# block 1

<file path="config.mk">
export PLATFORM = sky130hd
export DESIGN_NAME = fft_fundamental_picker
export DESIGN_NICKNAME = d
export VERILOG_FILES = /design/src/rtl/phase_pkg.sv /design/src/rtl/mag_approx.sv /design/src/rtl/fft_fundamental_picker.sv
export SDC_FILE = /design/constraint.sdc
export NUM_CORES = 1
export LEC_CHECK = 0
export CAP_MARGIN = 25
export CORE_MARGIN = 3
export CORE_UTILIZATION = 30
export DETAILED_ROUTE_END_ITERATION = 8
export HOLD_SLACK_MARGIN = 0.08
export PLACE_DENSITY = 0.5
export SYNTH_ARGS = -nofsm -noshare
export SYNTH_HDL_FRONTEND = slang
export SYNTH_SLANG_ARGS = --single-unit
</file>
<file path="constraint.sdc">
create_clock -name clk -period 11.4 [get_ports clk]
set_clock_uncertainty 0.1 [all_clocks]
set_input_delay 3.42 -clock clk [delete_from_list [all_inputs] [get_ports clk]]
set_output_delay 3.42 -clock clk [all_outputs]
set_load 0.03 [all_outputs]
</file>
<file path="src/rtl/phase_pkg.sv">
// Shared widths, FSM encoding and bin bundle for the FFT fundamental picker.
package phase_pkg;

    localparam int FFT_LEN_DEF = 1024;
    localparam int IDX_W_DEF   = 10;
    localparam int MAG_W       = 17;
    localparam int SMP_W       = 16;

    typedef enum logic [1:0] {
        ST_IDLE   = 2'd0,
        ST_SCAN   = 2'd1,
        ST_RESYNC = 2'd2
    } state_t;

    typedef struct packed {
        logic signed [SMP_W-1:0] c1_re;
        logic signed [SMP_W-1:0] c1_im;
        logic signed [SMP_W-1:0] c2_re;
        logic signed [SMP_W-1:0] c2_im;
    } bins_t;

endpackage

</file>
<file path="src/rtl/mag_approx.sv">
// Combinational alpha-max/beta-min magnitude: max(|re|,|im|) + min(|re|,|im|)/2.
module mag_approx
    import phase_pkg::*;
(
    input  logic signed [SMP_W-1:0] i_re,
    input  logic signed [SMP_W-1:0] i_im,
    output logic        [MAG_W-1:0] o_mag
);

    // One extra bit so |-32768| is representable.
    function automatic logic [MAG_W-1:0] f_abs(input logic signed [SMP_W-1:0] v);
        logic signed [MAG_W-1:0] v_ext;
        v_ext = {v[SMP_W-1], v};
        return v[SMP_W-1] ? -v_ext : v_ext;
    endfunction

    logic [MAG_W-1:0] w_a;
    logic [MAG_W-1:0] w_b;
    logic [MAG_W-1:0] w_max;
    logic [MAG_W-1:0] w_min;

    assign w_a   = f_abs(i_re);
    assign w_b   = f_abs(i_im);
    assign w_max = (w_a >= w_b) ? w_a : w_b;
    assign w_min = (w_a >= w_b) ? w_b : w_a;
    assign o_mag = w_max + (w_min >> 1);

endmodule

</file>
<file path="src/rtl/fft_fundamental_picker.sv">
// Picks the strongest channel-1 bin of each FFT frame and emits both
// channels' values at that bin, guarding against index discontinuities.
module fft_fundamental_picker
    import phase_pkg::*;
#(
    parameter int               FFT_LEN    = FFT_LEN_DEF,
    parameter int               IDX_W      = IDX_W_DEF,
    parameter int               MIN_BIN    = 1,
    parameter logic [MAG_W-1:0] MAG_THRESH = 17'd64
) (
    input  logic                    clk,
    input  logic                    rst_n,
    input  logic                    enable,
    input  logic                    fft_valid,
    input  logic [IDX_W-1:0]        fft_index,
    input  logic                    fft_last,
    input  logic signed [SMP_W-1:0] fft1_re,
    input  logic signed [SMP_W-1:0] fft1_im,
    input  logic signed [SMP_W-1:0] fft2_re,
    input  logic signed [SMP_W-1:0] fft2_im,
    output logic signed [SMP_W-1:0] ch1_re,
    output logic signed [SMP_W-1:0] ch1_im,
    output logic signed [SMP_W-1:0] ch2_re,
    output logic signed [SMP_W-1:0] ch2_im,
    output logic                    ch1_valid,
    output logic                    ch2_valid,
    output logic [IDX_W-1:0]        peak_bin,
    output logic [MAG_W-1:0]        peak_mag,
    output logic                    signal_lost,
    output logic                    frame_err
);

    localparam logic [IDX_W-1:0] BIN_LO  = IDX_W'(MIN_BIN);
    localparam logic [IDX_W-1:0] BIN_HI  = IDX_W'(FFT_LEN / 2 - 1);
    localparam logic [IDX_W-1:0] BIN_END = IDX_W'(FFT_LEN - 1);

    logic [MAG_W-1:0] w_mag;
    logic [MAG_W-1:0] w_base;
    logic             w_start;
    logic             w_beat;
    logic             w_cand;
    logic             w_better;

    logic             r_p_valid;
    logic             r_p_last;
    logic [IDX_W-1:0] r_p_idx;
    logic [MAG_W-1:0] r_p_mag;
    bins_t            r_p_bins;

    state_t           r_state;
    logic [IDX_W-1:0] r_exp;
    logic [IDX_W-1:0] r_best_idx;
    logic [MAG_W-1:0] r_best_mag;
    bins_t            r_best;
    logic             r_done;

    bins_t            r_out;
    logic [IDX_W-1:0] r_peak_bin;
    logic [MAG_W-1:0] r_peak_mag;
    logic             r_strobe;
    logic             r_lost;
    logic             r_err;

    mag_approx u_mag (
        .i_re  (fft1_re),
        .i_im  (fft1_im),
        .o_mag (w_mag)
    );

    always_ff @(posedge clk or negedge rst_n) begin
        if (!rst_n) begin
            r_p_valid <= 1'b0;
            r_p_last  <= 1'b0;
            r_p_idx   <= '0;
            r_p_mag   <= '0;
            r_p_bins  <= '0;
        end else begin
            r_p_valid <= fft_valid;
            r_p_last  <= fft_last;
            r_p_idx   <= fft_index;
            r_p_mag   <= w_mag;
            r_p_bins  <= '{fft1_re, fft1_im, fft2_re, fft2_im};
        end
    end

    // A frame may only open on index 0; the best is measured from zero then.
    assign w_start  = (r_state == ST_IDLE) && r_p_valid && enable
                      && (r_p_idx == '0);
    assign w_beat   = w_start || ((r_state == ST_SCAN) && r_p_valid
                      && (r_p_idx == r_exp));
    assign w_cand   = (r_p_idx >= BIN_LO) && (r_p_idx <= BIN_HI);
    assign w_base   = w_start ? '0 : r_best_mag;
    assign w_better = w_cand && (r_p_mag > w_base);

    always_ff @(posedge clk or negedge rst_n) begin
        if (!rst_n) begin
            r_state    <= ST_IDLE;
            r_exp      <= '0;
            r_best_idx <= '0;
            r_best_mag <= '0;
            r_best     <= '0;
            r_done     <= 1'b0;
            r_out      <= '0;
            r_peak_bin <= '0;
            r_peak_mag <= '0;
            r_strobe   <= 1'b0;
            r_lost     <= 1'b0;
            r_err      <= 1'b0;
        end else begin
            r_done   <= 1'b0;
            r_strobe <= 1'b0;
            r_err    <= 1'b0;

            if (r_done) begin
                if (r_best_mag >= MAG_THRESH) begin
                    r_out      <= r_best;
                    r_peak_bin <= r_best_idx;
                    r_peak_mag <= r_best_mag;
                    r_strobe   <= 1'b1;
                    r_lost     <= 1'b0;
                end else begin
                    r_lost     <= 1'b1;
                end
            end

            if ((r_state != ST_IDLE) && !enable) begin
                r_state <= ST_IDLE;
            end else if (w_beat) begin
                if (w_better) begin
                    r_best     <= r_p_bins;
                    r_best_idx <= r_p_idx;
                    r_best_mag <= r_p_mag;
                end else if (w_start) begin
                    r_best     <= '0;
                    r_best_idx <= '0;
                    r_best_mag <= '0;
                end
                r_exp <= r_p_idx + IDX_W'(1);
                if (r_p_last) begin
                    r_state <= ST_IDLE;
                    if (r_p_idx == BIN_END) begin
                        r_done <= 1'b1;
                    end else begin
                        r_err  <= 1'b1;
                    end
                end else begin
                    r_state <= ST_SCAN;
                end
            end else if ((r_state == ST_SCAN) && r_p_valid) begin
                r_err   <= 1'b1;
                r_state <= r_p_last ? ST_IDLE : ST_RESYNC;
            end else if ((r_state == ST_RESYNC) && r_p_valid && r_p_last) begin
                r_state <= ST_IDLE;
            end
        end
    end

    assign ch1_re      = r_out.c1_re;
    assign ch1_im      = r_out.c1_im;
    assign ch2_re      = r_out.c2_re;
    assign ch2_im      = r_out.c2_im;
    assign ch1_valid   = r_strobe;
    assign ch2_valid   = r_strobe;
    assign peak_bin    = r_peak_bin;
    assign peak_mag    = r_peak_mag;
    assign signal_lost = r_lost;
    assign frame_err   = r_err;

endmodule

</file>
Block 1, gate families picked out:
Scale: 3 px per micron.
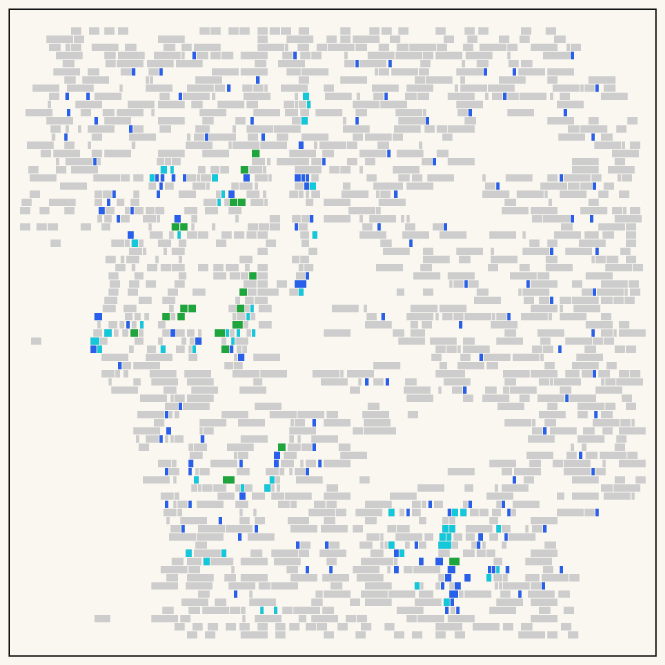
| color | family | cells |
|---|---|---|
| cyan | nor cells | 50 |
| green | non-inverting ao/oa cells | 20 |
| blue | nand cells | 154 |
fraction of area in multi-input gates: 31.1%
filler-free cell count of the finished design: 1889
most common cell after layout, fill and taps aside: sky130_fd_sc_hd__dfrtp_1

Block 1, zoomed window:
Region (93, 50) to (123, 80) microns. Cells in gray, sequential cells in the stronger gray; small squares are vias.
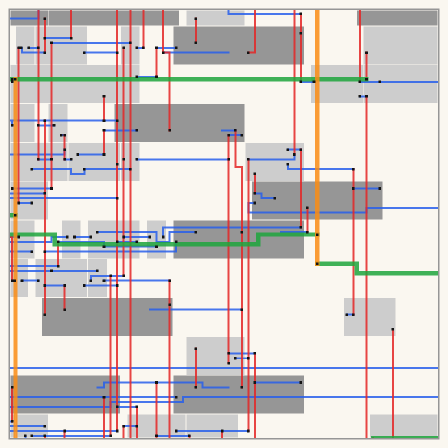
| color | layer |
|---|---|
| red | M2 |
| orange | M4 |
| blue | M1 |
| green | M3 |
sequential cells in the window: 7
cells with their middle in the window: 32
netlist names of flops here include: r_best_mag (4), peak_mag (3)
most frequent: dfrtp_1 (7)

Block 1, met4 routing:
Scale: 2 px per micron. Supply wires on this layer in gray.
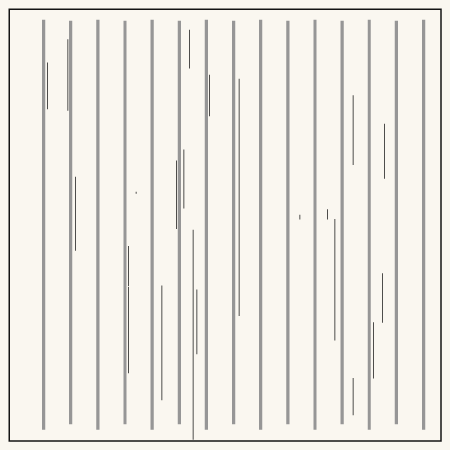
wire length on this layer: 773 microns
share of all routed wire: 2.4%
nets with wire on the layer: 14
main direction: vertical
longest straight run: 118 microns

==> Table 3: Implementation characteristics <==
Physical implementation characteristics

Parameter                              Value

STA
  Final period utilization .................. slightly below 80%
  Fmax .................. roughly 110 MHz
  Max-slew violations .................. 0

Logic synthesis
  Main synth FF type .................. sky130_fd_sc_hd__dfrtp_1
  Xor and xnor area share after synthesis .................. about 3.7%
  YS warnings .................. 0
  Most common cell in the synthesized netlist .................. sky130_fd_sc_hd__dfrtp_1

Finish
  Number of antenna diodes .................. 0
  Non-clock buffering overhead in the final layout .................. roughly 11%
  Share of post-route cells with drive strength above 1 .................. around 13%
  Clock network area share .................. between 7 and 8%

Critical path
  Critical path capture point type .................. flop
  Worst Setup Start Kind .................. primary input

Drt
  Violation count after the first detailed-routing iteration .................. between 400 and 500
  Number of DRC violations after detailed routing .................. 0
  Detail-routed via count per cell .................. 4.51

Outcome
  Result of the run .................. finished clean

Clock tree
  Clock transition at path regs .................. about 0.06 ns
  Insertion delay of the later-clocked pin in the worst-skew pair .................. approximately 0.53 ns

Global routing
  Overall Global Routing Usage .................. between 10% and 20%

Place
  Estimated wirelength of the detail-placed design .................. 22000 microns
-- final timing paths --
| kind | start | end | slack [ns] | cells after the start |
|---|---|---|---|---|
| setup / recovery | fft1_re[7] | r_p_mag[16] | 2.53 | 21 |
| hold / removal | r_p_bins[63] | r_best[63] | 0.38 | 2 |
| setup reg to reg | r_p_idx[5] | r_best_mag[0] | 6.56 | 11 |
| hold reg to reg | r_p_bins[63] | r_best[63] | 0.38 | 2 |
| max in group asynchronous | rst_n | ch1_im[14] | 7.22 | 3 |
| min in group asynchronous | rst_n | peak_mag[11] | 2.83 | 1 |
-- state kept, by name, indices dropped and copies added, names as in the netlist --
name,count
frame_err,1
ch2_re,16
r_state,2
peak_mag,17
r_p_idx,10
r_done,1
r_p_last,1
r_p_mag,17
ch2_im,16
r_p_bins,64
r_best_mag,17
r_best_idx,10
r_best,64
signal_lost,1
ch1_re,16
r_p_valid,1
ch1_im,16
peak_bin,10
ch1_valid,1
r_exp,10

# block 2

Block 2, wiring heat map:
Scale: 8 px per micron. The die is cut into 10 by 10 equal tiles; white is low, dark blue is high, scaled to the fullest tile. Values are wire area over tile area, all layers added.
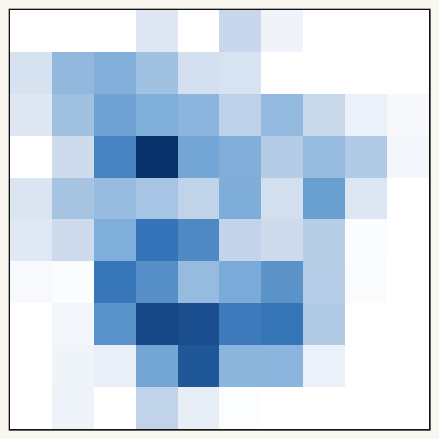
Block 2, zoomed window:
Region (11, 1) to (41, 31) microns. Cells in gray, sequential cells in the stronger gray; small squares are vias.
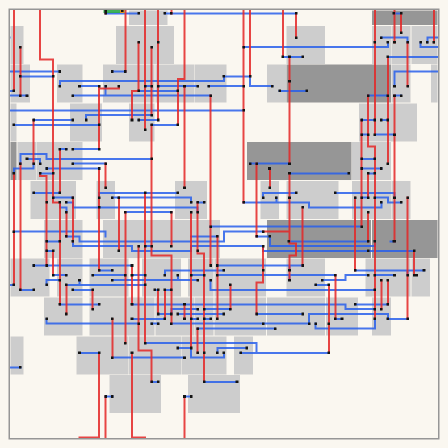
Block 2, gate families picked out:
Scale: 12 px per micron.
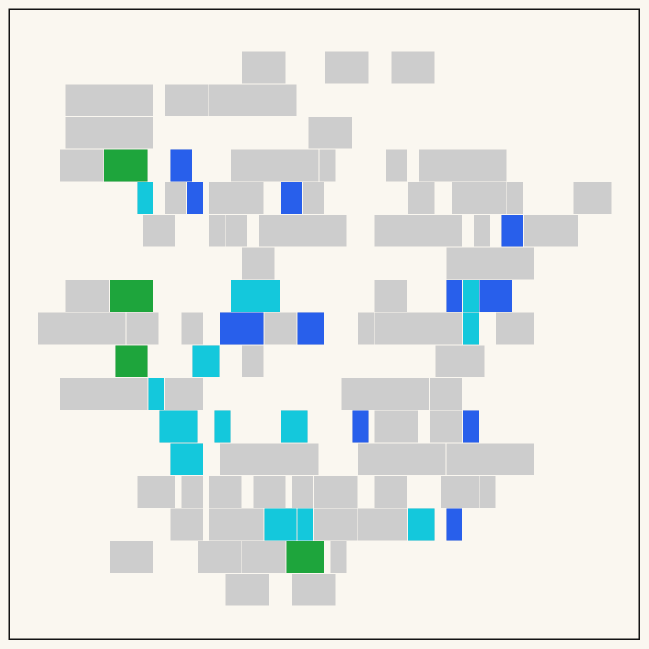
### config.mk
export PLATFORM = sky130hd
export DESIGN_NAME = mux4_rr_select
export DESIGN_NICKNAME = d
export VERILOG_FILES = /design/src/rtl/mux4_rr_select.sv
export SDC_FILE = /design/constraint.sdc
export NUM_CORES = 1
export LEC_CHECK = 0
export CAP_MARGIN = 25
export CORE_MARGIN = 2
export CORE_UTILIZATION = 32
export DETAILED_ROUTE_END_ITERATION = 12
export HOLD_SLACK_MARGIN = 0.03
export PLACE_DENSITY_LB_ADDON = 0.05
export SETUP_SLACK_MARGIN = 0.2
export SKIP_CTS_REPAIR_TIMING = 1
export SYNTH_ARGS = -nofsm -noshare
export SYNTH_HDL_FRONTEND = slang
export SYNTH_SLANG_ARGS = --single-unit
### constraint.sdc
create_clock -name clk -period 2.55 [get_ports clk]
set_clock_uncertainty 0.05 [all_clocks]
set_input_delay 0.51 -clock clk [delete_from_list [all_inputs] [get_ports clk]]
set_output_delay 0.51 -clock clk [all_outputs]
set_load 0.05 [all_outputs]
### src/rtl/mux4_rr_select.sv
// Round-robin arbiter producing the registered 2-bit select and one-hot grant
// for a MUX4. Each grant is bounded to BURST cycles so no requester starves.
module mux4_rr_select #(
  parameter int BURST = 4
) (
  input  logic       clk,
  input  logic       reset_n,
  input  logic [3:0] req,
  output logic [1:0] S,
  output logic [3:0] grant,
  output logic       busy
);

  localparam logic [0:0] ST_IDLE  = 1'b0;
  localparam logic [0:0] ST_GRANT = 1'b1;
  localparam logic [3:0] BURST_C  = 4'(BURST);

  // Returns {found, index} of the first requester after 'last', wrapping mod 4.
  // Scanning from the lowest priority upwards lets the nearest hit win.
  function automatic logic [2:0] rr_pick(input logic [3:0] r, input logic [1:0] last);
    logic [2:0] res;
    logic [1:0] idx;
    res = 3'b000;
    for (int k = 4; k >= 1; k--) begin
      idx = last + 2'(k);
      if (r[idx]) begin
        res = {1'b1, idx};
      end else begin
        res = res;
      end
    end
    return res;
  endfunction

  logic [0:0] state_q, state_d;
  logic [1:0] last_q,  last_d;
  logic [3:0] cnt_q,   cnt_d;
  logic [1:0] s_q,     s_d;
  logic [3:0] grant_q, grant_d;
  logic       busy_q,  busy_d;

  logic       rel_s;
  logic [1:0] arb_last_s;
  logic [2:0] pick_s;

  // Release decision and arbitration base; a releasing channel becomes 'last'
  // before the same-edge re-arbitration.
  always_comb begin
    rel_s      = 1'b0;
    arb_last_s = last_q;
    if (state_q == ST_GRANT) begin
      rel_s      = ~req[s_q] | (cnt_q == BURST_C);
      arb_last_s = s_q;
    end else begin
      rel_s      = 1'b0;
      arb_last_s = last_q;
    end
    pick_s = rr_pick(req, arb_last_s);
  end

  // Next-state logic for the IDLE/GRANT machine and its registered outputs.
  always_comb begin
    state_d = state_q;
    last_d  = last_q;
    cnt_d   = cnt_q;
    s_d     = s_q;
    grant_d = grant_q;
    busy_d  = busy_q;
    case (state_q)
      ST_IDLE: begin
        if (pick_s[2]) begin
          state_d = ST_GRANT;
          s_d     = pick_s[1:0];
          grant_d = 4'b0001 << pick_s[1:0];
          busy_d  = 1'b1;
          cnt_d   = 4'd1;
        end else begin
          grant_d = 4'b0000;
          busy_d  = 1'b0;
          cnt_d   = 4'd0;
        end
      end
      ST_GRANT: begin
        if (rel_s) begin
          last_d = s_q;
          if (pick_s[2]) begin
            state_d = ST_GRANT;
            s_d     = pick_s[1:0];
            grant_d = 4'b0001 << pick_s[1:0];
            busy_d  = 1'b1;
            cnt_d   = 4'd1;
          end else begin
            state_d = ST_IDLE;
            grant_d = 4'b0000;
            busy_d  = 1'b0;
            cnt_d   = 4'd0;
          end
        end else begin
          cnt_d = cnt_q + 4'd1;
        end
      end
      default: begin
        state_d = ST_IDLE;
        last_d  = 2'd3;
        cnt_d   = 4'd0;
        s_d     = 2'b00;
        grant_d = 4'b0000;
        busy_d  = 1'b0;
      end
    endcase
  end

  // State registers with synchronous active-low reset.
  always_ff @(posedge clk) begin
    if (!reset_n) begin
      state_q <= ST_IDLE;
      last_q  <= 2'd3;
      cnt_q   <= 4'd0;
      s_q     <= 2'b00;
      grant_q <= 4'b0000;
      busy_q  <= 1'b0;
    end else begin
      state_q <= state_d;
      last_q  <= last_d;
      cnt_q   <= cnt_d;
      s_q     <= s_d;
      grant_q <= grant_d;
      busy_q  <= busy_d;
    end
  end

  assign S     = s_q;
  assign grant = grant_q;
  assign busy  = busy_q;

endmodule

==> Table 3: Implementation characteristics <==
Physical implementation characteristics

Parameter                              Value

Power and ir drop
  Total leakage power .................. roughly 0.00037 uW
  Internal Pwr Total .................. between 300 and 400 uW
  Power of the clock network .................. 119 uW
  Combinational group power .................. 163 uW
  Part of the power in the clock network .................. a little over a fifth
  Logic pwr share .................. ~30%

Floorplanning
  Area of the core .................. ~0.0022 sq mm
  Chip footprint .................. 0.00275 sq mm

Outcome
  Result of the run .................. finished clean

Logic synthesis
  Synthesized area per cell .................. between 9 and 10 sq um
  Share of the synthesized area in the top cell type .................. between 30% and 40%

STA
  Number of setup violations in the final report .................. 0
  Final period utilization .................. ~87%

Clock tree
  Sinks on the clock net .................. 14
  Insertion delay of the later-clocked pin in the worst-skew pair .................. roughly 0.27 ns

Finish
  Storage element area .................. roughly 280 sq um
  Multi-input gates .................. approximately 57
  Logic inverters .................. 7
  Most common cell after layout, fill and taps aside .................. sky130_fd_sc_hd__dfxtp_1
  Layout overhead on the synthesized area .................. 24.0%
  Filler cell count in the final layout .................. roughly 230

Drt
  Post-route met1 wirelength .................. around 740 microns
  Violation count after the first detailed-routing iteration .................. 7
  Length of the first detailed-routing pass in iterations .................. 4

Global routing
  GRT met2 Usage .................. between 10% and 20%

Critical path
  Critical path capture point type .................. primary output
  Worst endpoint required time .................. approximately 2.0 ns
  Critical path, cell by cell .................. clkdlybuf4s50_1
  Worst Setup Start Kind .................. flop

Place
  Number of I/O port buffers .................. 12
Notes on 'wiring heat map' of block 2 above:
tiles over half the peak: 17%
nearly empty tiles: 29%
fullest tile: 0.33
emptiest ninth of the die: north-east
routed vias: 623
average routed wire per standard cell: 12.1 microns
Overall Global Routing Usage: 13.1%
post-detailed-routing wire length: 1500 microns

Notes on 'zoomed window' of block 2 above:
| color | layer |
|---|---|
| blue | M1 |
| orange | M4 |
| green | M3 |
| red | M2 |
most frequent: nor2_1 (5)
sequential cells in the window: 4
cells with their middle in the window: 54
netlist names of flops here include: last_q (2)

Notes on 'gate families picked out' of block 2 above:
| color | family | cells |
|---|---|---|
| cyan | nor cells | 13 |
| blue | nand cells | 11 |
| green | non-inverting ao/oa cells | 4 |

[worst paths after layout]
kind	start	end	slack, ns	depth (start not counted)
worst max register to register	S[0]	last_q[0]	0.72	4
worst min-delay path	busy	busy	0.41	2
worst min register to register	busy	busy	0.41	2
worst max-delay path	S[1]	S[1]	0.32	1
[Yosys cell counts, types with 2 or more instances]
cell type / instances
sky130_fd_sc_hd__a21oi_1: 4
sky130_fd_sc_hd__a32o_1: 2
sky130_fd_sc_hd__and2b_1: 2
sky130_fd_sc_hd__clkbuf_1: 2
sky130_fd_sc_hd__dfxtp_1: 14
sky130_fd_sc_hd__ha_1: 2
sky130_fd_sc_hd__inv_1: 7
sky130_fd_sc_hd__mux2i_1: 3
sky130_fd_sc_hd__nand2_1: 5
sky130_fd_sc_hd__nand3_1: 3
sky130_fd_sc_hd__nor2_1: 6
sky130_fd_sc_hd__nor2b_1: 2
sky130_fd_sc_hd__nor3b_1: 2
sky130_fd_sc_hd__o21ai_0: 4
[registers in the layout, summed over array words and instances (netlist names)]
| register | count |
|---|---|
| grant | 4 |
| busy | 1 |
| S | 2 |
| cnt_q | 4 |
| state_q | 1 |
| last_q | 2 |

# block 3

Block 3, gate families picked out:
Scale: 4 px per micron.
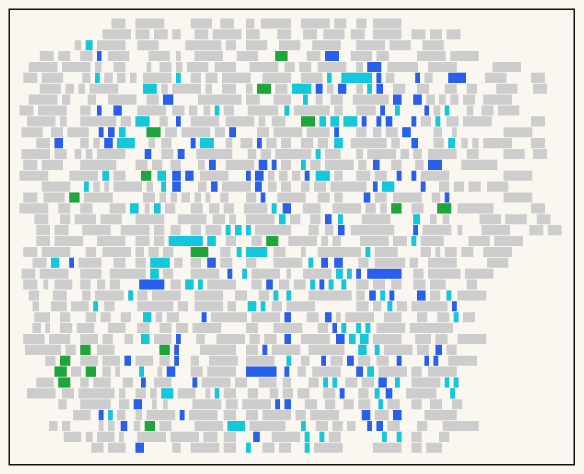
## src/rtl/freq_meter_pkg.sv

```systemverilog
// Shared types and gate-length helpers for the frequency meter.
package freq_meter_pkg;

    localparam int unsigned GATE_SEL_W = 2;
    localparam int unsigned LEN_W      = 32;
    localparam int unsigned PER_W      = 32;

    typedef enum logic {
        ST_ARM  = 1'b0,
        ST_GATE = 1'b1
    } state_t;

    // Decade multiplier applied to the base gate length.
    function automatic logic [LEN_W-1:0] pow10(input logic [GATE_SEL_W-1:0] sel);
        logic [LEN_W-1:0] p;
        case (sel)
            2'd0:    p = LEN_W'(1);
            2'd1:    p = LEN_W'(10);
            2'd2:    p = LEN_W'(100);
            default: p = LEN_W'(1000);
        endcase
        return p;
    endfunction

    // Terminal gate_cnt value for a window of base*10^sel cycles.
    function automatic logic [LEN_W-1:0] gate_last(input int unsigned base,
                                                   input logic [GATE_SEL_W-1:0] sel);
        return (LEN_W'(base) * pow10(sel)) - LEN_W'(1);
    endfunction

endpackage

```

## src/rtl/sig_edge_sync.sv

```systemverilog
// Two-flop synchronizer plus delay flop producing a one-cycle rising-edge pulse.
module sig_edge_sync (
    input  logic clk,
    input  logic rst_n,
    input  logic sig,
    output logic rise_c
);

    logic s1;
    logic s2;
    logic s3;

    always_ff @(posedge clk) begin
        if (!rst_n) begin
            s1 <= 1'b0;
            s2 <= 1'b0;
            s3 <= 1'b0;
        end else begin
            s1 <= sig;
            s2 <= s1;
            s3 <= s2;
        end
    end

    assign rise_c = s2 & ~s3;

endmodule

```

## src/rtl/freq_meter.sv

```systemverilog
// Gated rising-edge frequency meter; FREQ_METER_PERIOD_EN adds a period counter.
module freq_meter
    import freq_meter_pkg::*;
#(
    parameter int unsigned CLK_HZ    = 100_000_000,
    parameter int unsigned GATE_BASE = CLK_HZ / 100,
    parameter int unsigned EDGE_W    = 32
) (
    input  logic                  clk_100M,
    input  logic                  rst_n,
    input  logic                  sig_i,
    input  logic [GATE_SEL_W-1:0] gate_sel_i,
    output logic [EDGE_W-1:0]     freq_o,
    output logic [GATE_SEL_W-1:0] gate_o,
    output logic                  valid_o,
    output logic                  ovf_o
`ifdef FREQ_METER_PERIOD_EN
    ,
    output logic [PER_W-1:0]      period_o,
    output logic                  period_valid_o
`endif
);

    logic                  rise_c;
    state_t                state;
    state_t                state_d;
    logic [GATE_SEL_W-1:0] sel_q;
    logic [LEN_W-1:0]      last_q;
    logic [LEN_W-1:0]      gate_cnt;
    logic [LEN_W-1:0]      gate_cnt_d;
    logic [EDGE_W-1:0]     edge_cnt;
    logic [EDGE_W-1:0]     edge_cnt_d;
    logic                  sat;
    logic                  sat_d;
    logic [EDGE_W-1:0]     freq_d;
    logic [GATE_SEL_W-1:0] gate_d;
    logic                  valid_d;
    logic                  ovf_d;

    logic                  sel_chg_c;
    logic                  gate_end_c;
    logic                  edge_full_c;
    logic [EDGE_W-1:0]     edge_sum_c;
    logic                  sat_now_c;

    sig_edge_sync u_sync (
        .clk    (clk_100M),
        .rst_n  (rst_n),
        .sig    (sig_i),
        .rise_c (rise_c)
    );

    assign sel_chg_c   = (gate_sel_i != sel_q);
    assign gate_end_c  = (gate_cnt == last_q);
    assign edge_full_c = &edge_cnt;
    assign edge_sum_c  = (rise_c && !edge_full_c) ? edge_cnt + EDGE_W'(1) : edge_cnt;
    assign sat_now_c   = sat | (rise_c & edge_full_c);

    // Selector copy and its gate length move together, so last_q always matches sel_q.
    always_ff @(posedge clk_100M) begin
        if (!rst_n) begin
            state    <= ST_ARM;
            sel_q    <= '0;
            last_q   <= gate_last(GATE_BASE, '0);
            gate_cnt <= '0;
            edge_cnt <= '0;
            sat      <= 1'b0;
            freq_o   <= '0;
            gate_o   <= '0;
            valid_o  <= 1'b0;
            ovf_o    <= 1'b0;
        end else begin
            state    <= state_d;
            sel_q    <= gate_sel_i;
            last_q   <= gate_last(GATE_BASE, gate_sel_i);
            gate_cnt <= gate_cnt_d;
            edge_cnt <= edge_cnt_d;
            sat      <= sat_d;
            freq_o   <= freq_d;
            gate_o   <= gate_d;
            valid_o  <= valid_d;
            ovf_o    <= ovf_d;
        end
    end

    // Next-state and result logic; a selector change overrides any gate end.
    always_comb begin
        state_d    = state;
        gate_cnt_d = gate_cnt + LEN_W'(1);
        edge_cnt_d = edge_cnt;
        sat_d      = sat;
        freq_d     = freq_o;
        gate_d     = gate_o;
        valid_d    = 1'b0;
        ovf_d      = ovf_o;

        if (sel_chg_c) begin
            state_d    = ST_ARM;
            gate_cnt_d = '0;
            edge_cnt_d = '0;
            sat_d      = 1'b0;
        end else begin
            case (state)
                ST_ARM: begin
                    if (rise_c) begin
                        // Aligning edge opens the window and is not counted.
                        state_d    = ST_GATE;
                        gate_cnt_d = LEN_W'(1);
                        edge_cnt_d = '0;
                        sat_d      = 1'b0;
                    end else if (gate_end_c) begin
                        gate_cnt_d = '0;
                        freq_d     = '0;
                        ovf_d      = 1'b0;
                        gate_d     = sel_q;
                        valid_d    = 1'b1;
                    end
                end
                ST_GATE: begin
                    edge_cnt_d = edge_sum_c;
                    sat_d      = sat_now_c;
                    if (gate_end_c) begin
                        freq_d     = edge_sum_c;
                        ovf_d      = sat_now_c;
                        gate_d     = sel_q;
                        valid_d    = 1'b1;
                        gate_cnt_d = '0;
                        edge_cnt_d = '0;
                        sat_d      = 1'b0;
                    end
                end
                default: begin
                    state_d    = ST_ARM;
                    gate_cnt_d = '0;
                    edge_cnt_d = '0;
                    sat_d      = 1'b0;
                end
            endcase
        end
    end

`ifdef FREQ_METER_PERIOD_EN
    logic [PER_W-1:0] per_cnt;
    logic             per_seen;
    logic             per_full_c;

    assign per_full_c = &per_cnt;

    // Edge-to-edge cycle count; the first edge after arming only starts the count.
    always_ff @(posedge clk_100M) begin
        if (!rst_n) begin
            per_cnt        <= '0;
            per_seen       <= 1'b0;
            period_o       <= '0;
            period_valid_o <= 1'b0;
        end else begin
            period_valid_o <= 1'b0;
            if (sel_chg_c) begin
                per_cnt  <= '0;
                per_seen <= 1'b0;
            end else if (rise_c) begin
                per_cnt  <= '0;
                per_seen <= 1'b1;
                if (per_seen) begin
                    period_o       <= per_full_c ? per_cnt : per_cnt + PER_W'(1);
                    period_valid_o <= 1'b1;
                end
            end else if (!per_full_c) begin
                per_cnt <= per_cnt + PER_W'(1);
            end
        end
    end
`else
    // Period measurement not built; frequency path is unaffected.
`endif

endmodule

```

## config.mk

```make
export PLATFORM = sky130hd
export DESIGN_NAME = freq_meter
export DESIGN_NICKNAME = d
export VERILOG_FILES = /design/src/rtl/freq_meter_pkg.sv /design/src/rtl/sig_edge_sync.sv /design/src/rtl/freq_meter.sv
export SDC_FILE = /design/constraint.sdc
export NUM_CORES = 1
export LEC_CHECK = 0
export CAP_MARGIN = 25
export CELL_PAD_IN_SITES_DETAIL_PLACEMENT = 1
export CELL_PAD_IN_SITES_GLOBAL_PLACEMENT = 1
export CORE_ASPECT_RATIO = 0.8
export CORE_MARGIN = 2
export CORE_UTILIZATION = 42
export DETAILED_ROUTE_END_ITERATION = 12
export HOLD_SLACK_MARGIN = 0.15
export PLACE_DENSITY = 0.75
export SETUP_SLACK_MARGIN = 0.02
export SLEW_MARGIN = 20
export SYNTH_ARGS = -nofsm -noshare
export SYNTH_HDL_FRONTEND = slang
export SYNTH_SLANG_ARGS = --single-unit
```

## constraint.sdc

```tcl
create_clock -name clk_100M -period 2.55 [get_ports clk_100M]
set_clock_uncertainty 0.2 [all_clocks]
set_input_delay 0.51 -clock clk_100M [delete_from_list [all_inputs] [get_ports clk_100M]]
set_output_delay 0.51 -clock clk_100M [all_outputs]
set_load 0.05 [all_outputs]
```

==> Table 3: Implementation characteristics <==
Physical implementation characteristics

Parameter                              Value

STA
  Number of setup violations in the final report .................. 1
  Worst setup margin .................. -0.0152 ns
  Accumulated negative setup slack .................. -0.0152 ns

Global routing
  GRT met2 Usage .................. 42.1%
  Overall Global Routing Usage .................. 24.5%

Floorplanning
  Starting Density .................. 42.5%
  Boundary pin count .................. 41

Outcome
  Violated checks .................. setup timing
  Result of the run .................. complete, but fails checks

Power and ir drop
  Total leakage power .................. between 0.003 and 0.004 uW
  Combinational group power .................. 293 uW
  Leading power group .................. clock
  Part of the power in the clock network .................. 54.8%
  Flop pwr share .................. between 30% and 40%

Clock tree
  Maximum level of the CTS H-tree .................. 4
  Insertion delay of the later-clocked pin in the worst-skew pair .................. about 0.43 ns
  Number of buffers inserted for hold repair after clock tree synthesis .................. 0

Min path
  Number of stages on the worst hold path .................. 2

Critical path
  End of the worst register-to-register path .................. edge_cnt[16]
  Delay-heaviest family, CP .................. simple AND/OR/NAND/NOR gates
  Worst reg2reg path startpoint .................. gate_cnt[8]

Logic synthesis
  Count of distinct cell types in the synthesized netlist .................. 62
  Number of storage elements in the synthesis netlist .................. between 100 and 150
  Most common cell in the synthesized netlist .................. sky130_fd_sc_hd__dfxtp_1
## Picture notes: 'gate families picked out' of block 3
| color | family | cells |
|---|---|---|
| green | non-inverting ao/oa cells | 17 |
| cyan | nor cells | 99 |
| blue | nand cells | 109 |
most common cell after layout, fill and taps aside: sky130_fd_sc_hd__dfxtp_1
fraction of area in multi-input gates: 45.4%

[cell families (layout without fill, tap and decap cells)]
kind of cell / Yosys count / in the layout / share of synthesized area (%)
mux: 6 / 6 / 0.954
fa+ha+maj: 25 / 25 / 4.97
compound gates: 133 / 133 / 17.8
buf+inv: 49 / 185 / 4.65
simple gates: 259 / 260 / 22.4
xor+xnor: 77 / 77 / 10.7
flops: 121 / 121 / 38.5
other cells: 1 / 2 / 0.0595
[layout make-up]
| type | instances | area (sq um) | share of cell area (%) |
|---|---|---|---|
| Multi-Input combinational cell | 503 | 3820 | 45.4 |
| Sequential cell | 121 | 2430 | 28.8 |
| Timing Repair Buffer | 138 | 1230 | 14.7 |
| Tap cell | 189 | 236 | 2.81 |
| Clock buffer | 21 | 450 | 5.35 |
| Inverter | 15 | 56.3 | 0.669 |
| Clock inverter | 11 | 194 | 2.30 |
[through the flow]
stage	hold slack (ns)	setup slack [ns]
2_1_floorplan	0.212	-0.113
6_report	0.169	-0.0152
5_1_grt	0.195	-0.0939
3_5_place_dp	0.237	-0.893
4_1_cts	0.175	0.0109
3_3_place_gp	0.222	-0.709

# block 4

Block 4, met4 routing:
Scale: 4 px per micron. Supply wires on this layer in gray.
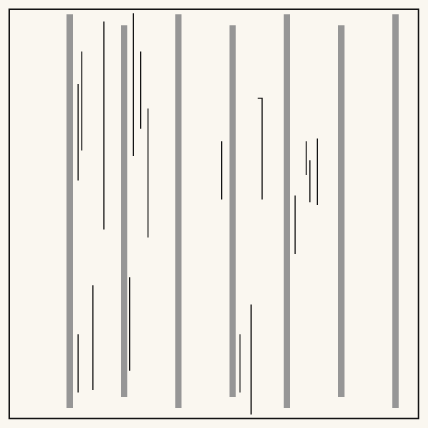
Block 4, routing congestion map:
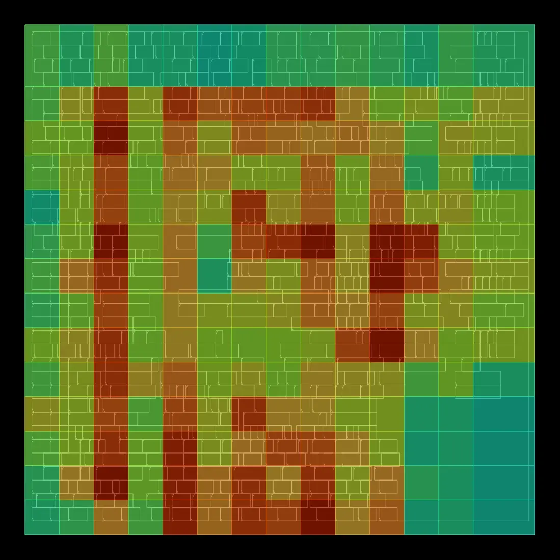
## src/rtl/sdram_pkg.sv

```systemverilog
// Shared types and widths for the SDRAM client arbiter and its helpers.
package sdram_pkg;

  localparam int unsigned ADDR_W = 25;
  localparam int unsigned DATA_W = 16;

  typedef enum logic [2:0] {IDLE, ISSUE, WAIT, DONE, REF} arb_state_t;

endpackage

```

## src/rtl/rr_pick.sv

```systemverilog
// Combinational round-robin selector: first asserted request at or after ptr_i,
// searching modulo NREQ.
module rr_pick #(
  parameter int unsigned NREQ  = 3,
  parameter int unsigned IDX_W = 2
) (
  input  logic [NREQ-1:0]  req_i,
  input  logic [IDX_W-1:0] ptr_i,
  output logic [IDX_W-1:0] gnt_o,
  output logic             any_o
);

  always_comb begin
    int unsigned idx;
    idx   = 0;
    gnt_o = ptr_i;
    any_o = 1'b0;
    for (int unsigned k = 0; k < NREQ; k++) begin
      idx = (32'(ptr_i) + k) % NREQ;
      if (!any_o && req_i[IDX_W'(idx)]) begin
        gnt_o = IDX_W'(idx);
        any_o = 1'b1;
      end
    end
  end

endmodule

```

## src/rtl/sdram_arbiter.sv

```systemverilog
// Round-robin arbiter sharing one SDRAM controller between NREQ level-handshake
// clients, with periodic refresh insertion.
module sdram_arbiter
  import sdram_pkg::*;
#(
  parameter int unsigned NREQ             = 3,
  parameter int unsigned REFRESH_INTERVAL = 512,
  parameter int unsigned REF_HOLD         = 6
) (
  input  logic                     clk,
  input  logic                     reset,
  input  logic [NREQ-1:0]          cl_req,
  input  logic [NREQ-1:0]          cl_we,
  input  logic [NREQ-1:0]          cl_word,
  input  logic [NREQ*ADDR_W-1:0]   cl_addr,
  input  logic [NREQ*DATA_W-1:0]   cl_din,
  output logic [NREQ-1:0]          cl_ack,
  output logic [DATA_W-1:0]        cl_dout,
  output logic [ADDR_W-1:0]        sd_addr,
  output logic                     sd_rd,
  output logic                     sd_wr,
  output logic                     sd_word,
  output logic [DATA_W-1:0]        sd_din,
  input  logic [DATA_W-1:0]        sd_dout,
  input  logic                     sd_busy,
  output logic                     sd_refresh
);

  localparam int unsigned IDX_W  = (NREQ > 2) ? 2 : 1;
  localparam int unsigned CNT_W  = $clog2(REFRESH_INTERVAL);
  localparam int unsigned HOLD_W = $clog2(REF_HOLD + 1);

  arb_state_t          state_q, state_d;
  logic [IDX_W-1:0]    gnt_q, gnt_d;
  logic [IDX_W-1:0]    rr_ptr_q, rr_ptr_d;
  logic [CNT_W-1:0]    ref_cnt_q, ref_cnt_d;
  logic                ref_pending_q, ref_pending_d;
  logic [HOLD_W-1:0]   hold_q, hold_d;
  logic [NREQ-1:0]     cl_ack_q, cl_ack_d;
  logic [DATA_W-1:0]   cl_dout_q, cl_dout_d;
  logic [ADDR_W-1:0]   sd_addr_q, sd_addr_d;
  logic                sd_rd_q, sd_rd_d;
  logic                sd_wr_q, sd_wr_d;
  logic                sd_word_q, sd_word_d;
  logic [DATA_W-1:0]   sd_din_q, sd_din_d;
  logic                sd_refresh_q, sd_refresh_d;
  logic                ref_expire;
  logic [IDX_W-1:0]    pick_idx;
  logic                pick_any;

  rr_pick #(
    .NREQ  (NREQ),
    .IDX_W (IDX_W)
  ) u_rr_pick (
    .req_i (cl_req),
    .ptr_i (rr_ptr_q),
    .gnt_o (pick_idx),
    .any_o (pick_any)
  );

  always_comb begin
    state_d       = state_q;
    gnt_d         = gnt_q;
    rr_ptr_d      = rr_ptr_q;
    hold_d        = hold_q;
    cl_ack_d      = '0;
    cl_dout_d     = cl_dout_q;
    sd_addr_d     = sd_addr_q;
    sd_rd_d       = sd_rd_q;
    sd_wr_d       = sd_wr_q;
    sd_word_d     = sd_word_q;
    sd_din_d      = sd_din_q;
    sd_refresh_d  = 1'b0;

    // An expiry while a refresh is already pending simply merges into it.
    ref_expire    = (ref_cnt_q == CNT_W'(REFRESH_INTERVAL - 1));
    ref_cnt_d     = ref_expire ? '0 : ref_cnt_q + CNT_W'(1);
    ref_pending_d = ref_pending_q | ref_expire;

    unique case (state_q)
      IDLE: begin
        if (ref_pending_q) begin
          ref_pending_d = 1'b0;
          sd_refresh_d  = 1'b1;
          hold_d        = HOLD_W'(REF_HOLD);
          state_d       = REF;
        end else if (pick_any && !sd_busy) begin
          gnt_d     = pick_idx;
          sd_addr_d = cl_addr[ADDR_W*pick_idx +: ADDR_W];
          sd_din_d  = cl_din[DATA_W*pick_idx +: DATA_W];
          sd_word_d = cl_word[pick_idx];
          sd_wr_d   = cl_we[pick_idx];
          sd_rd_d   = !cl_we[pick_idx];
          state_d   = ISSUE;
        end
      end
      ISSUE: begin
        // Keep the strobe level up until the controller has taken the edge.
        if (sd_busy) begin
          sd_rd_d = 1'b0;
          sd_wr_d = 1'b0;
          state_d = WAIT;
        end
      end
      WAIT: begin
        if (!sd_busy) begin
          cl_dout_d        = sd_dout;
          cl_ack_d[gnt_q]  = 1'b1;
          rr_ptr_d         = (gnt_q == IDX_W'(NREQ - 1)) ? '0 : gnt_q + IDX_W'(1);
          state_d          = DONE;
        end
      end
      DONE: begin
        state_d = IDLE;
      end
      REF: begin
        if (hold_q == '0) begin
          state_d = IDLE;
        end else begin
          hold_d = hold_q - HOLD_W'(1);
        end
      end
      default: state_d = IDLE;
    endcase
  end

  always_ff @(posedge clk or posedge reset) begin
    if (reset) begin
      state_q       <= IDLE;
      gnt_q         <= '0;
      rr_ptr_q      <= '0;
      ref_cnt_q     <= '0;
      ref_pending_q <= 1'b0;
      hold_q        <= '0;
      cl_ack_q      <= '0;
      cl_dout_q     <= '0;
      sd_addr_q     <= '0;
      sd_rd_q       <= 1'b0;
      sd_wr_q       <= 1'b0;
      sd_word_q     <= 1'b0;
      sd_din_q      <= '0;
      sd_refresh_q  <= 1'b0;
    end else begin
      state_q       <= state_d;
      gnt_q         <= gnt_d;
      rr_ptr_q      <= rr_ptr_d;
      ref_cnt_q     <= ref_cnt_d;
      ref_pending_q <= ref_pending_d;
      hold_q        <= hold_d;
      cl_ack_q      <= cl_ack_d;
      cl_dout_q     <= cl_dout_d;
      sd_addr_q     <= sd_addr_d;
      sd_rd_q       <= sd_rd_d;
      sd_wr_q       <= sd_wr_d;
      sd_word_q     <= sd_word_d;
      sd_din_q      <= sd_din_d;
      sd_refresh_q  <= sd_refresh_d;
    end
  end

  assign cl_ack     = cl_ack_q;
  assign cl_dout    = cl_dout_q;
  assign sd_addr    = sd_addr_q;
  assign sd_rd      = sd_rd_q;
  assign sd_wr      = sd_wr_q;
  assign sd_word    = sd_word_q;
  assign sd_din     = sd_din_q;
  assign sd_refresh = sd_refresh_q;

endmodule

```

## config.mk

```make
export PLATFORM = sky130hd
export DESIGN_NAME = sdram_arbiter
export DESIGN_NICKNAME = d
export VERILOG_FILES = /design/src/rtl/sdram_pkg.sv /design/src/rtl/rr_pick.sv /design/src/rtl/sdram_arbiter.sv
export SDC_FILE = /design/constraint.sdc
export NUM_CORES = 1
export LEC_CHECK = 0
export CORE_UTILIZATION = 45
export DETAILED_ROUTE_END_ITERATION = 10
export PLACE_DENSITY = 0.95
export REMOVE_ABC_BUFFERS = 1
export SYNTH_ARGS = -nofsm -noshare
export SYNTH_HDL_FRONTEND = slang
export SYNTH_SLANG_ARGS = --single-unit
```

## constraint.sdc

```tcl
create_clock -name clk -period 7.2 [get_ports clk]
set_input_delay 2.16 -clock clk [delete_from_list [all_inputs] [get_ports clk]]
set_output_delay 2.16 -clock clk [all_outputs]
set_load 0.01 [all_outputs]
```

==> Table 3: Implementation characteristics <==
Physical implementation characteristics

Parameter                              Value

Logic synthesis
  Synthesized area per cell .................. approximately 10 sq um
  Share of the synthesized area in the top cell type .................. approximately 47%
  Yosys stat area .................. between 0.004 and 0.005 sq mm

Floorplanning
  Height of the chip .................. between 100 and 150 microns
  Area of the core .................. approximately 0.0097 sq mm

Clock tree
  Setup Buffers After CTS .................. 0
  Insertion delay of the later-clocked pin in the worst-skew pair .................. 0.34 ns
  Cell resize tally after clock tree synthesis .................. 0

Power and ir drop
  Total leakage power .................. about 0.003 uW
  Switching part of the total power .................. between 30% and 40%
  Switching pwr .................. between 900 and 1000 uW
  Power drawn by the sequential cells .................. 757 uW

Finish
  Share of post-route cells with drive strength above 1 .................. 10.9%

Critical path
  Critical path capture point type .................. flop
  Depth of the worst register-to-register path .................. 10
  Delay-heaviest family, CP .................. buffers and inverters

STA
  Worst hold slack across all endpoints .................. 0.461 ns

Outcome
  Result of the run .................. finished clean

Global routing
  Largest net degree at the start of global routing .................. approximately 63

Min path
  Startpoint of the most critical hold path .................. ref_cnt_q[0]

Drt
  Violation count after the first detailed-routing iteration .................. about 190
## Picture notes: 'met4 routing' of block 4
share of all routed wire: 3.0%
nets with wire on the layer: 17
main direction: vertical
routed vias: 4179
post-detailed-routing wire length: 12500 microns

## Picture notes: 'routing congestion map' of block 4
most congested layer reported by global routing: met2
GRT met2 Usage: 45.0%
Global Route met3 Usage: 5.40%
Overall Global Routing Usage: 24.5%

[kinds of logic (layout without fill, tap and decap cells)]
kind of cell               after synthesis  in the layout  share of synthesized area, %
xor gates and xnor gates                 4              4                         0.779
buffers and inverters                   37            244                          4.17
muxes                                   49             49                          11.0
adders and majority gates                8              8                          2.23
DFF                                     84             84                          46.7
and+or+nand+nor                        192            192                          19.0
AOI/OAI and AO/OA                       69             69                          16.1
[layout make-up]
cell class	instances	share of cell area [%]
Tap cell	133	2.40
Sequential cell	84	30.3
Timing Repair Buffer	221	31.6
Clock inverter	4	1.05
Clock buffer	11	2.18
Multi-Input combinational cell	322	32.0
Inverter	8	0.451
[per-layer routing]
metal	routed length, microns	share of wire, %
met1	4670	37
met2	6640	53
met3	852	6.8
met4	380	3.0
met5	0	0
[stage by stage]
step                      setup WS (ns)  std cells
after floorplan                   0.535        414
after global placement             1.67        768
after global routing               1.72        783
final                              1.91        783
after detailed placement           1.53        768
after CTS                          1.92        783

# block 5

### src/rtl/rob_commit_reader.sv
// In-order retire side of the ROB: walks a head pointer, moves each occupied head
// entry into a one-deep output register, clears its occupancy, and supports a one-cycle flush.
module rob_commit_reader #(
    parameter int p_depth    = 32,
    parameter int p_ptrwidth = $clog2(p_depth),
    parameter int p_bitwidth = 32,
    parameter int p_cntwidth = 16
) (
    input  logic                                clk,
    input  logic                                rst,
    input  logic [p_depth-1:0]                  occ,
    input  logic [p_depth-1:0][p_bitwidth-1:0]  data_in,
    output logic [p_depth-1:0]                  clr_occ,
    input  logic                                flush,
    output logic                                deq_val,
    input  logic                                deq_rdy,
    output logic [p_bitwidth-1:0]               deq_msg,
    output logic [p_ptrwidth-1:0]               deq_idx,
    output logic [p_ptrwidth-1:0]               head_ptr,
    output logic [p_cntwidth-1:0]               commit_cnt
);

    typedef enum logic {RUN, FLUSH} state_t;

    state_t state, state_nxt;
    logic   load;
    logic   hs;

    always_comb begin
        state_nxt = state;
        load      = 1'b0;
        hs        = 1'b0;
        clr_occ   = '0;
        case (state)
            RUN: begin
                // only the head entry is ever considered, which keeps retirement strictly in order
                load = occ[head_ptr] & (~deq_val | deq_rdy) & ~flush;
                hs   = deq_val & deq_rdy & ~flush;
                if (load)
                    clr_occ[head_ptr] = 1'b1;
                if (flush)
                    state_nxt = FLUSH;
            end
            FLUSH: begin
                clr_occ = '1;
                if (!flush)
                    state_nxt = RUN;
            end
            default: state_nxt = RUN;
        endcase
    end

    always_ff @(posedge clk or negedge rst) begin
        if (!rst) begin
            state      <= RUN;
            head_ptr   <= '0;
            deq_val    <= 1'b0;
            deq_msg    <= '0;
            deq_idx    <= '0;
            commit_cnt <= '0;
        end else begin
            state <= state_nxt;
            if (state == FLUSH || flush) begin
                deq_val  <= 1'b0;
                head_ptr <= '0;
            end else if (load) begin
                deq_msg  <= data_in[head_ptr];
                deq_idx  <= head_ptr;
                deq_val  <= 1'b1;
                head_ptr <= (head_ptr == p_ptrwidth'(p_depth - 1)) ? '0
                                                                   : head_ptr + p_ptrwidth'(1);
            end else if (hs) begin
                deq_val <= 1'b0;
            end
            if (hs)
                commit_cnt <= commit_cnt + p_cntwidth'(1);
        end
    end

endmodule

### config.mk
export PLATFORM = sky130hd
export DESIGN_NAME = rob_commit_reader
export DESIGN_NICKNAME = d
export VERILOG_FILES = /design/src/rtl/rob_commit_reader.sv
export SDC_FILE = /design/constraint.sdc
export NUM_CORES = 1
export LEC_CHECK = 0
export ABC_CLOCK_PERIOD_IN_PS = 3700
export CORE_AREA = 10 10 437 439
export CTS_CLUSTER_SIZE = 40
export DETAILED_ROUTE_END_ITERATION = 8
export DIE_AREA = 0 0 447 449
export PLACE_DENSITY = 0.31
export SLEW_MARGIN = 40
export SYNTH_ARGS = -nofsm -noshare
export SYNTH_HDL_FRONTEND = slang
export SYNTH_SLANG_ARGS = --single-unit
### constraint.sdc
create_clock -name clk -period 3.7 [get_ports clk]
set_input_delay 0.74 -clock clk [delete_from_list [all_inputs] [get_ports clk]]
set_output_delay 0.74 -clock clk [all_outputs]
set_load 0.01 [all_outputs]
Block 5, clock distribution:
Scale: 1 px per micron.
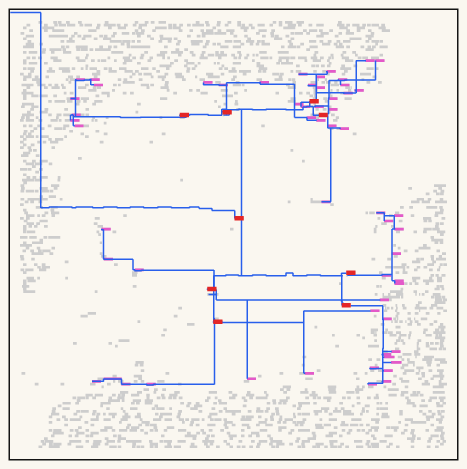
[red] clock-net drivers | count: 9
[blue] clock wires | length: 2960 microns
[magenta] flip-flops | count: 60
routed clock nets: 10
flops lie: widely spread

==> Table 3: Implementation characteristics <==
Physical implementation characteristics

Parameter                              Value

Critical path
  Worst Setup Start Kind .................. primary input

Finish
  Most area-hungry cell class in the final design .................. buffers
  Number of flip-flops under the largest register name .................. 32
  Non-clock buffering overhead in the final layout .................. ~47%

Drt
  Average routed wire per standard cell .................. 33.5 microns

Power and ir drop
  Switching part of the total power .................. between 30% and 40%
  Internal Pwr Total .................. 3360 uW
  Peak VDD IR .................. between 150 and 200 uV

STA
  Transition time at the pin with the least slew margin .................. approximately 0.71 ns
  Relative slew slack .................. roughly 53%
  Fmax .................. around 280 MHz
  Final hold vios .................. 0

Logic synthesis
  Area share of fa/ha/maj cells after synthesis .................. 0.706%
  Proportion of register bits with asynchronous set or reset after synthesis .................. 100%

Global routing
  Via count of the first global-routing pass .................. 15600
  Initial antenna violation count .................. between 60 and 70

Outcome
  Result of the run .................. finished clean

Clock tree
  Setup Buffers After CTS .................. 6
synth_stat cells, types with 5 or more instances:
master and instances:
sky130_fd_sc_hd__buf_1 36, sky130_fd_sc_hd__a31o_2 32, sky130_fd_sc_hd__nor3_1 7, sky130_fd_sc_hd__buf_2 7
sky130_fd_sc_hd__mux2_2 8, sky130_fd_sc_hd__nand2_1 16, sky130_fd_sc_hd__ha_1 6, sky130_fd_sc_hd__nand4_1 36
sky130_fd_sc_hd__mux2i_1 11, sky130_fd_sc_hd__clkbuf_1 60, sky130_fd_sc_hd__mux4_2 260, sky130_fd_sc_hd__mux2_4 27
sky130_fd_sc_hd__inv_1 5, sky130_fd_sc_hd__a22oi_1 128, sky130_fd_sc_hd__nor2_1 13, sky130_fd_sc_hd__dfrtp_1 60
sky130_fd_sc_hd__xnor2_1 11, sky130_fd_sc_hd__and3_1 7, sky130_fd_sc_hd__nand3_1 6
worst max-delay path: cells and delay by family:
kind            cells  cell delay, ns
buf+inv             3            0.66
mux                 1            0.48
compound gates      2            0.48
simple gates        2            0.50


==> layout pictures side by side <==
Routing congestion map.
picture 1
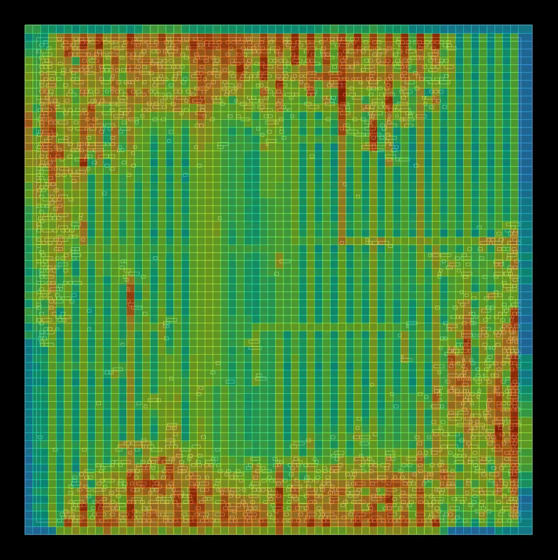
picture 2
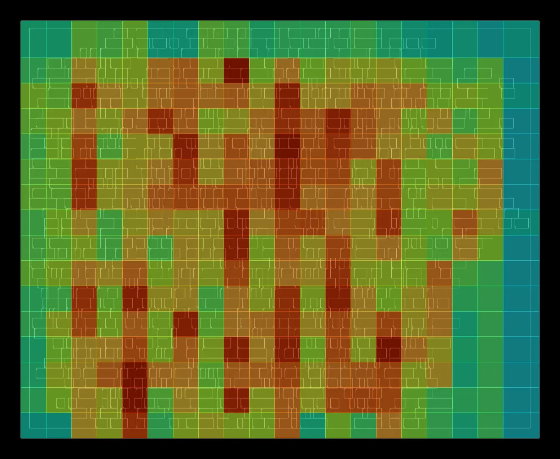
picture 3
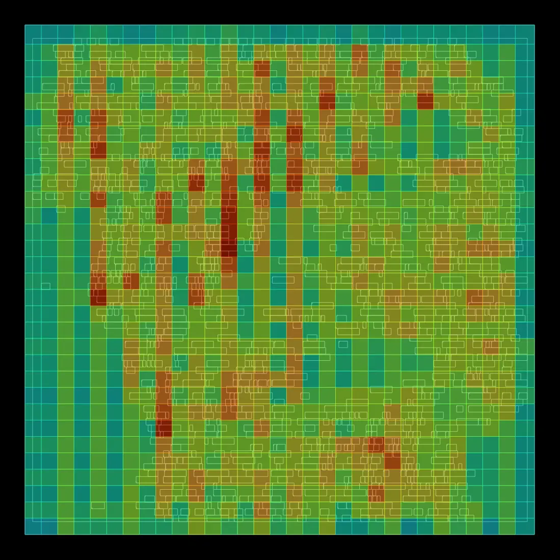
picture 4
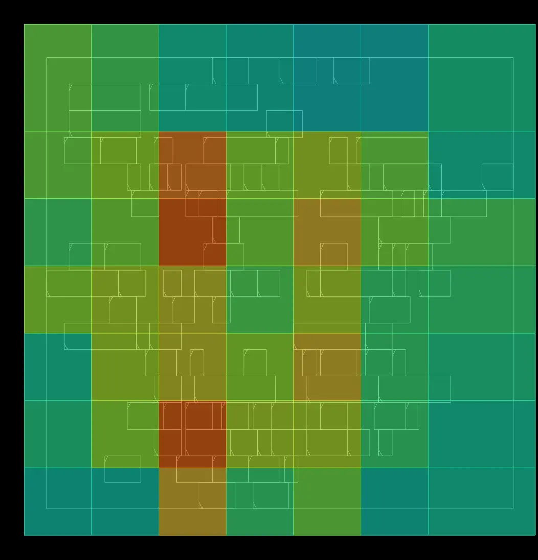
- least wire per cell: picture 4
block 5 -> picture 1
block 1 -> picture 3
block 2 -> picture 4
block 3 -> picture 2

Power and IR drop assume default switching activity.
